==================== sumdiff_mult_seq
==> sumdiff_mult_seq/pdn.png <==
Pins as bars on the die edge.
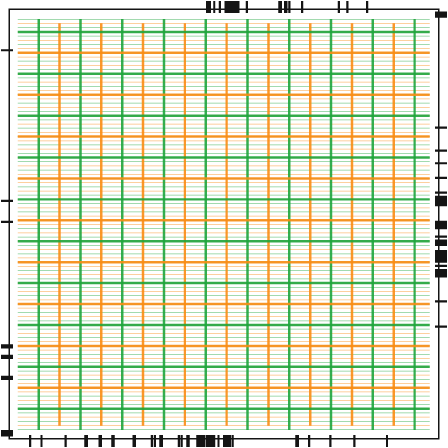

$ cat config.mk
export PLATFORM = sky130hd
export DESIGN_NAME = sumdiff_mult_seq
export DESIGN_NICKNAME = d
export VERILOG_FILES = /design/src/rtl/sumdiff_mult_seq.sv
export SDC_FILE = /design/constraint.sdc
export NUM_CORES = 1
export LEC_CHECK = 0
export ABC_AREA = 1
export CELL_PAD_IN_SITES_DETAIL_PLACEMENT = 0
export CELL_PAD_IN_SITES_GLOBAL_PLACEMENT = 1
export CORE_MARGIN = 5
export CORE_UTILIZATION = 30
export CTS_CLUSTER_SIZE = 10
export DETAILED_ROUTE_END_ITERATION = 6
export GPL_TIMING_DRIVEN = 1
export PLACE_DENSITY_LB_ADDON = 0.2
export SLEW_MARGIN = 10
export SYNTH_ARGS = -nofsm -noshare
export SYNTH_HDL_FRONTEND = slang
export SYNTH_SLANG_ARGS = --single-unit
$ cat constraint.sdc
create_clock -name clk -period 8.6 [get_ports clk]
set_input_delay 0.86 -clock clk [delete_from_list [all_inputs] [get_ports clk]]
set_output_delay 0.86 -clock clk [all_outputs]
set_load 0.02 [all_outputs]
$ cat src/rtl/sumdiff_mult_seq.sv
// sumdiff_mult_seq: computes (x+y)*(y-x) = y^2 - x^2 with a sequential
// shift-add multiplier and logs every result into a circular RAM.
//
// Ports:
//   clk, rst      clock and synchronous active-high reset
//   start, x, y   request and unsigned operands (accepted only while idle)
//   busy          operation in progress
//   done          one-cycle pulse: product valid, RAM entry written
//   product       signed result, held until the next done
//   rd_addr       result RAM read address
//   rd_data       registered RAM read data (one-cycle latency)
//   count         number of stored results, saturates at DEPTH
//   wr_ptr        RAM address the next result goes to
module sumdiff_mult_seq #(
  parameter int unsigned WIDTH = 16,
  parameter int unsigned DEPTH = 8,
  localparam int unsigned AW = $clog2(DEPTH),
  localparam int unsigned PW = 2 * WIDTH + 2
) (
  input  logic          clk,
  input  logic          rst,
  input  logic          start,
  input  logic [WIDTH-1:0] x,
  input  logic [WIDTH-1:0] y,
  output logic          busy,
  output logic          done,
  output logic [PW-1:0] product,
  input  logic [AW-1:0] rd_addr,
  output logic [PW-1:0] rd_data,
  output logic [AW:0]   count,
  output logic [AW-1:0] wr_ptr
);

  localparam int unsigned OW = WIDTH + 1;        // sum / diff width
  localparam int unsigned IW = $clog2(WIDTH + 2); // iteration counter width
  localparam int unsigned CW = AW + 1;            // count width

  typedef enum logic [1:0] {
    IDLE  = 2'd0,
    MUL   = 2'd1,
    WRITE = 2'd2
  } state_t;

  state_t          state_q, state_d;
  logic [PW-1:0]   mcand_q, mcand_d;
  logic [OW-1:0]   mplier_q, mplier_d;
  logic [PW-1:0]   acc_q, acc_d;
  logic            sign_q, sign_d;
  logic [IW-1:0]   iter_q, iter_d;
  logic            busy_d, done_d;
  logic [PW-1:0]   product_d;
  logic [CW-1:0]   count_d;
  logic [AW-1:0]   wr_ptr_d;

  logic [OW-1:0]   sum_c, diff_c, mag_c;
  logic [PW-1:0]   result_c;
  logic            we_c;

  logic [PW-1:0]   ram [DEPTH];

  // Operand preprocessing: magnitude of y-x drives the multiplier, its sign
  // is reapplied at the end so the engine itself stays unsigned.
  assign sum_c    = OW'(x) + OW'(y);
  assign diff_c   = OW'(y) - OW'(x);
  assign mag_c    = diff_c[WIDTH] ? (OW'(0) - diff_c) : diff_c;
  assign result_c = sign_q ? (PW'(0) - acc_q) : acc_q;

  // State register
  always_ff @(posedge clk) begin
    if (rst) state_q <= IDLE;
    else     state_q <= state_d;
  end

  // Next-state and datapath next values
  always_comb begin
    state_d   = state_q;
    mcand_d   = mcand_q;
    mplier_d  = mplier_q;
    acc_d     = acc_q;
    sign_d    = sign_q;
    iter_d    = iter_q;
    busy_d    = busy;
    done_d    = 1'b0;
    product_d = product;
    count_d   = count;
    wr_ptr_d  = wr_ptr;
    we_c      = 1'b0;

    case (state_q)
      IDLE: begin
        if (start) begin
          mcand_d  = PW'(sum_c);
          mplier_d = mag_c;
          sign_d   = diff_c[WIDTH];
          acc_d    = '0;
          iter_d   = '0;
          busy_d   = 1'b1;
          state_d  = MUL;
        end
      end
      MUL: begin
        // One multiplier bit per cycle, LSB first
        if (mplier_q[0]) acc_d = acc_q + mcand_q;
        mcand_d  = mcand_q << 1;
        mplier_d = mplier_q >> 1;
        iter_d   = iter_q + IW'(1);
        if (iter_q == IW'(WIDTH)) state_d = WRITE;
      end
      WRITE: begin
        product_d = result_c;
        we_c      = 1'b1;
        wr_ptr_d  = wr_ptr + AW'(1);
        count_d   = (count == CW'(DEPTH)) ? count : count + CW'(1);
        done_d    = 1'b1;
        busy_d    = 1'b0;
        state_d   = IDLE;
      end
      default: begin
        busy_d  = 1'b0;
        state_d = IDLE;
      end
    endcase
  end

  // Datapath and output registers
  always_ff @(posedge clk) begin
    if (rst) begin
      mcand_q  <= '0;
      mplier_q <= '0;
      acc_q    <= '0;
      sign_q   <= 1'b0;
      iter_q   <= '0;
      busy     <= 1'b0;
      done     <= 1'b0;
      product  <= '0;
      count    <= '0;
      wr_ptr   <= '0;
    end else begin
      mcand_q  <= mcand_d;
      mplier_q <= mplier_d;
      acc_q    <= acc_d;
      sign_q   <= sign_d;
      iter_q   <= iter_d;
      busy     <= busy_d;
      done     <= done_d;
      product  <= product_d;
      count    <= count_d;
      wr_ptr   <= wr_ptr_d;
    end
  end

  // Result RAM write; contents are not reset, a reset edge suppresses the write
  always_ff @(posedge clk) begin
    if (!rst && we_c) ram[wr_ptr] <= result_c;
  end

  // Registered read port, read-before-write on a same-address collision
  always_ff @(posedge clk) begin
    if (rst) rd_data <= '0;
    else     rd_data <= ram[rd_addr];
  end

endmodule
==================== unit_responder
`src/rtl/unit_responder_pkg.sv`:
```
// Shared types for the thread unit interface: selectors, control codes,
// responder FSM states and the latched memory command.
package unit_responder_pkg;

    typedef logic [31:0] word_t;
    typedef logic [2:0]  ctrl_t;

    typedef enum logic [1:0] {
        UNIT_SEL_NONE = 2'd0,
        UNIT_SEL_ALU  = 2'd1,
        UNIT_SEL_MEM  = 2'd2
    } unit_sel_t;

    localparam ctrl_t ALU_CTRL_ADD = 3'd0;
    localparam ctrl_t ALU_CTRL_SUB = 3'd1;
    localparam ctrl_t ALU_CTRL_AND = 3'd2;
    localparam ctrl_t ALU_CTRL_OR  = 3'd3;
    localparam ctrl_t ALU_CTRL_XOR = 3'd4;
    localparam ctrl_t ALU_CTRL_SLL = 3'd5;
    localparam ctrl_t ALU_CTRL_SRL = 3'd6;
    localparam ctrl_t ALU_CTRL_SLT = 3'd7;

    localparam ctrl_t MEM_CTRL_READ  = 3'd0;
    localparam ctrl_t MEM_CTRL_WRITE = 3'd1;

    typedef enum logic [1:0] {
        RESP_IDLE = 2'd0,
        RESP_REQ  = 2'd1,
        RESP_DONE = 2'd2
    } resp_state_t;

    typedef struct packed {
        logic  we;
        word_t addr;
        word_t wdata;
    } mem_cmd_t;

    // A memory request may go to the bus only if the op is known and word-aligned.
    function automatic logic mem_cmd_ok(input ctrl_t ctrl, input word_t addr);
        return ((ctrl == MEM_CTRL_READ) || (ctrl == MEM_CTRL_WRITE)) && (addr[1:0] == 2'b00);
    endfunction

endpackage

```
`src/rtl/unit_responder_alu.sv`:
```
// Combinational ALU serving zero-wait thread requests.
module alu
    import unit_responder_pkg::*;
(
    input  ctrl_t ctrl,
    input  word_t a,
    input  word_t b,
    output word_t y
);

    always_comb begin
        y = '0;
        case (ctrl)
            ALU_CTRL_ADD: y = a + b;
            ALU_CTRL_SUB: y = a - b;
            ALU_CTRL_AND: y = a & b;
            ALU_CTRL_OR:  y = a | b;
            ALU_CTRL_XOR: y = a ^ b;
            ALU_CTRL_SLL: y = a << b[4:0];
            ALU_CTRL_SRL: y = a >> b[4:0];
            ALU_CTRL_SLT: y = {31'd0, $signed(a) < $signed(b)};
            default:      y = '0;
        endcase
    end

endmodule

```
`src/rtl/unit_responder.sv`:
```
// Responder for one thread: ALU requests answer combinationally, memory
// requests become single-word req/ack bus transactions with timeout.
module unit_responder
    import unit_responder_pkg::*;
#(
    parameter int unsigned TIMEOUT_CYCLES = 255,
    parameter word_t       ERR_WORD       = 32'hDEAD_BEEF
) (
    input  logic            clk,
    input  logic            rst_n,
    input  unit_sel_t       unit_sel,
    input  ctrl_t           unit_ctrl,
    input  logic [1:0][31:0] unit_in,
    output word_t           unit_out,
    output logic            unit_ready,
    output logic            mem_req,
    output logic            mem_we,
    output word_t           mem_addr,
    output word_t           mem_wdata,
    input  word_t           mem_rdata,
    input  logic            mem_ack,
    output logic            bus_err,
    input  logic            err_clr
);

    localparam int CNT_W = $clog2(TIMEOUT_CYCLES + 1);

    resp_state_t      state;
    logic [CNT_W-1:0] cnt;
    word_t            cap;
    mem_cmd_t         cmd;
    word_t            alu_y;
    logic             req_ok;
    logic             timeout;
    logic             err_set;

    alu u_alu (
        .ctrl (unit_ctrl),
        .a    (unit_in[0]),
        .b    (unit_in[1]),
        .y    (alu_y)
    );

    assign req_ok  = mem_cmd_ok(unit_ctrl, unit_in[0]);
    assign timeout = (cnt == CNT_W'(TIMEOUT_CYCLES - 1));
    // An ack in the final wait cycle still completes the transfer cleanly.
    assign err_set = ((state == RESP_IDLE) && (unit_sel == UNIT_SEL_MEM) && !req_ok) ||
                     ((state == RESP_REQ) && !mem_ack && timeout);

    always_ff @(posedge clk or negedge rst_n) begin
        if (!rst_n) begin
            state   <= RESP_IDLE;
            cnt     <= '0;
            cap     <= '0;
            cmd     <= '0;
            bus_err <= 1'b0;
        end else begin
            case (state)
                RESP_IDLE: begin
                    if (unit_sel == UNIT_SEL_MEM) begin
                        cmd <= '{we: (unit_ctrl == MEM_CTRL_WRITE), addr: unit_in[0], wdata: unit_in[1]};
                        cnt <= '0;
                        if (req_ok) begin
                            state <= RESP_REQ;
                        end else begin
                            cap   <= ERR_WORD;
                            state <= RESP_DONE;
                        end
                    end
                end
                RESP_REQ: begin
                    cnt <= cnt + 1'b1;
                    if (mem_ack) begin
                        cap   <= cmd.we ? '0 : mem_rdata;
                        state <= RESP_DONE;
                    end else if (timeout) begin
                        cap   <= ERR_WORD;
                        state <= RESP_DONE;
                    end
                end
                RESP_DONE: state <= RESP_IDLE;
                default:   state <= RESP_IDLE;
            endcase

            if (err_set)
                bus_err <= 1'b1;
            else if (err_clr)
                bus_err <= 1'b0;
        end
    end

    // Ready is gated by reset so a held-in-reset responder never advances the thread.
    always_comb begin
        unit_ready = 1'b0;
        unit_out   = '0;
        if (rst_n) begin
            case (state)
                RESP_IDLE: begin
                    if (unit_sel == UNIT_SEL_ALU) begin
                        unit_ready = 1'b1;
                        unit_out   = alu_y;
                    end else if (unit_sel != UNIT_SEL_MEM) begin
                        unit_ready = 1'b1;
                    end
                end
                RESP_DONE: begin
                    unit_ready = 1'b1;
                    unit_out   = cap;
                end
                default: ;
            endcase
        end
    end

    assign mem_req   = (state == RESP_REQ);
    assign mem_we    = cmd.we;
    assign mem_addr  = cmd.addr;
    assign mem_wdata = cmd.wdata;

endmodule

```
`config.mk`:
```
export PLATFORM = sky130hd
export DESIGN_NAME = unit_responder
export DESIGN_NICKNAME = d
export VERILOG_FILES = /design/src/rtl/unit_responder_pkg.sv /design/src/rtl/unit_responder_alu.sv /design/src/rtl/unit_responder.sv
export SDC_FILE = /design/constraint.sdc
export NUM_CORES = 1
export LEC_CHECK = 0
export CAP_MARGIN = 20
export CORE_ASPECT_RATIO = 1.4
export CORE_MARGIN = 2
export CORE_UTILIZATION = 24
export DETAILED_ROUTE_END_ITERATION = 6
export SYNTH_ARGS = -nofsm -noshare
export SYNTH_HDL_FRONTEND = slang
export SYNTH_SLANG_ARGS = --single-unit
```
`constraint.sdc`:
```
create_clock -name clk -period 7.6 [get_ports clk]
set_input_delay 0.76 -clock clk [delete_from_list [all_inputs] [get_ports clk]]
set_output_delay 0.76 -clock clk [all_outputs]
set_load 0.005 [all_outputs]
```
==> unit_responder/pdn.png <==
Pins as bars on the die edge.
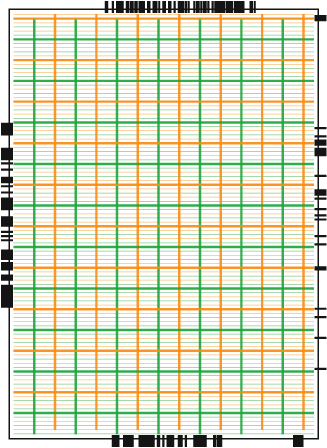
[VDD] orange
[VSS] green
signal pins: 205
met1 rails: 102

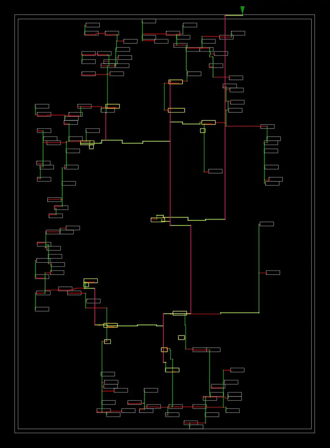
(unit_responder/final_clocks.png)
worst skew pair latency: 0.40 ns
Clk power: 0.548 mW
Num CTS Buffers: 9
flip-flops: 108

==> run summary, unit_responder <==
yosys + openroad results -> grt peak-use layer=met2, global-route track usage on met1=between 20 and 30%, Post-synth EDFFs=0, Hold Slack=around 0.33 ns, Reg2Reg Depth=5, Rows=roughly 100, Worst IR Drop VDD=roughly 0.12 mV, part of the power in combinational logic=47.8%, H-tree levels=3, GR Util met3=between 2 and 3%, status=completed, Worst R2R Start=state[1], fin area=approximately 0.016 mm2, most frequent logic cells in the routed design=199 x clkdlybuf4s50_1, 189 x nand2_1, 171 x a21oi_1, main logic family after synthesis=AND-OR/OR-AND gates, crit path to=unit_out[0]
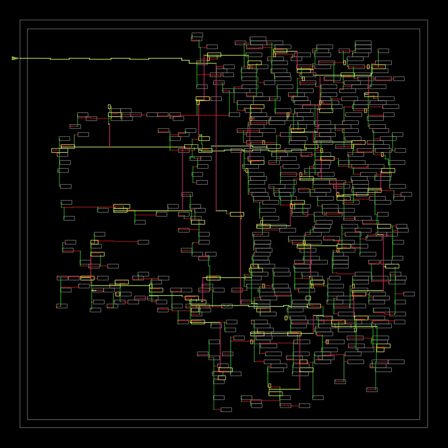
(sumdiff_mult_seq/final_clocks.png)
worst clock skew: 0.0469 ns
Layout clock buffers: 88
clk sinks: 442
Clk power: 2.12 mW

Notes on sumdiff_mult_seq/pdn.png above:
[VDD] orange
[VSS] green
rows: 98
met1 rails: 99

==> run summary, sumdiff_mult_seq <==
yosys + openroad results -> status=completed, Synth Area in Simple Gates=19.5%, fin cells=approximately 3.5k, multi-input combinational area share=between 30% and 40%, max reg flops=around 270, flop share of the area=between 40 and 50%, sw frac=24.9%, initial antenna violation count=1, met3 WL=2760 um, FMAX=roughly 320 MHz, Worst EP arrival=3.57 ns, total chip power=between 4 and 5 mW, Num CTS Buffers=about 53, Yosys Chip Area=about 0.022 mm2, worst skew pair latency=~0.61 ns, main logic family after synthesis=simple AND/OR/NAND/NOR gates, Via density=4.87, Crit path top cell by count=inv_1, placed cell area=roughly 0.024 mm2, Starting DRT DRC Count=1,151, Psw=1.23 mW, part of the power in combinational logic=10.2%, final setup violation count=0, Reg power frac=46.7%, Worst R2R Start=state_q[0], Placed Cells=~3.4k, Port Buf Inserts=roughly 110, max incr delay on CP=0.65 ns, CTS tree=done, GP Congestion=~0.85, Data buffer area share=approximately 5.1%, Fillers=7,221, TNS Setup=0 ns, dpl ws=4.83 ns, Worst Path Class, Setup=register to register, CTS max path bufs=3, Final ANT Viol Nets=0, Final HPWL DP=41,300 um, Slowest cell on crit path=inv_2, hold-fix buffers at CTS=0, nonclk inv count=220, Syn-to-layout area delta=17.6%, number of stages on the worst hold path=2, Avg Inst Size Synth=a little under 9 um2, Hold Vio Cnt, Final=0, Inserted Diodes=1, Reg area=roughly 0.012 mm2, r2r endpoint=acc_q[1]


==> gallery <==
Close-up of the layout.
(a)
Window x 45 to 95, y 184 to 234 um. Cells in grey, sequential cells in the stronger grey; small squares are vias.
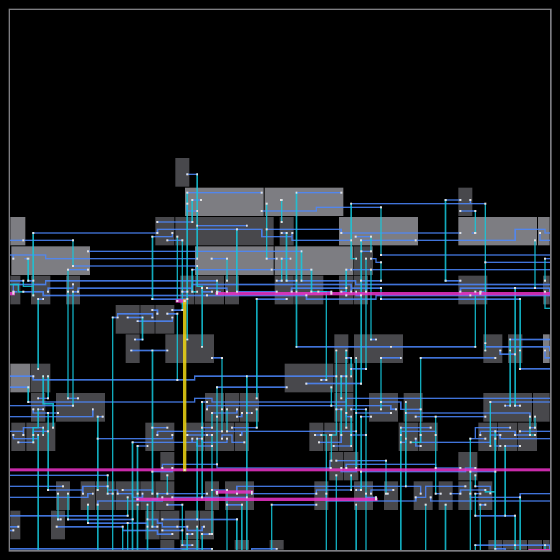
(b)
Window x 25 to 75, y 185 to 235 um. Cells in grey, sequential cells in the stronger grey; small squares are vias.
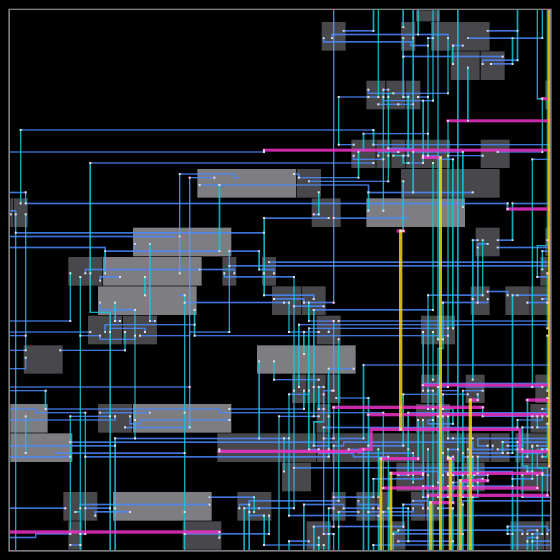
(a) is sumdiff_mult_seq.
(b) is unit_responder.

Key to (b):
[met1] blue
[met4] yellow
[met3] magenta
[met2] cyan
most frequent: nor2_1 (10), dfrtp_1 (9)
sequential cells in the window: 9
netlist names of flops here include: `cap` (6), `state` (2)
cells with their middle in the window: 75

Power figures rest on the tool's default switching activity, not on a simulated workload.
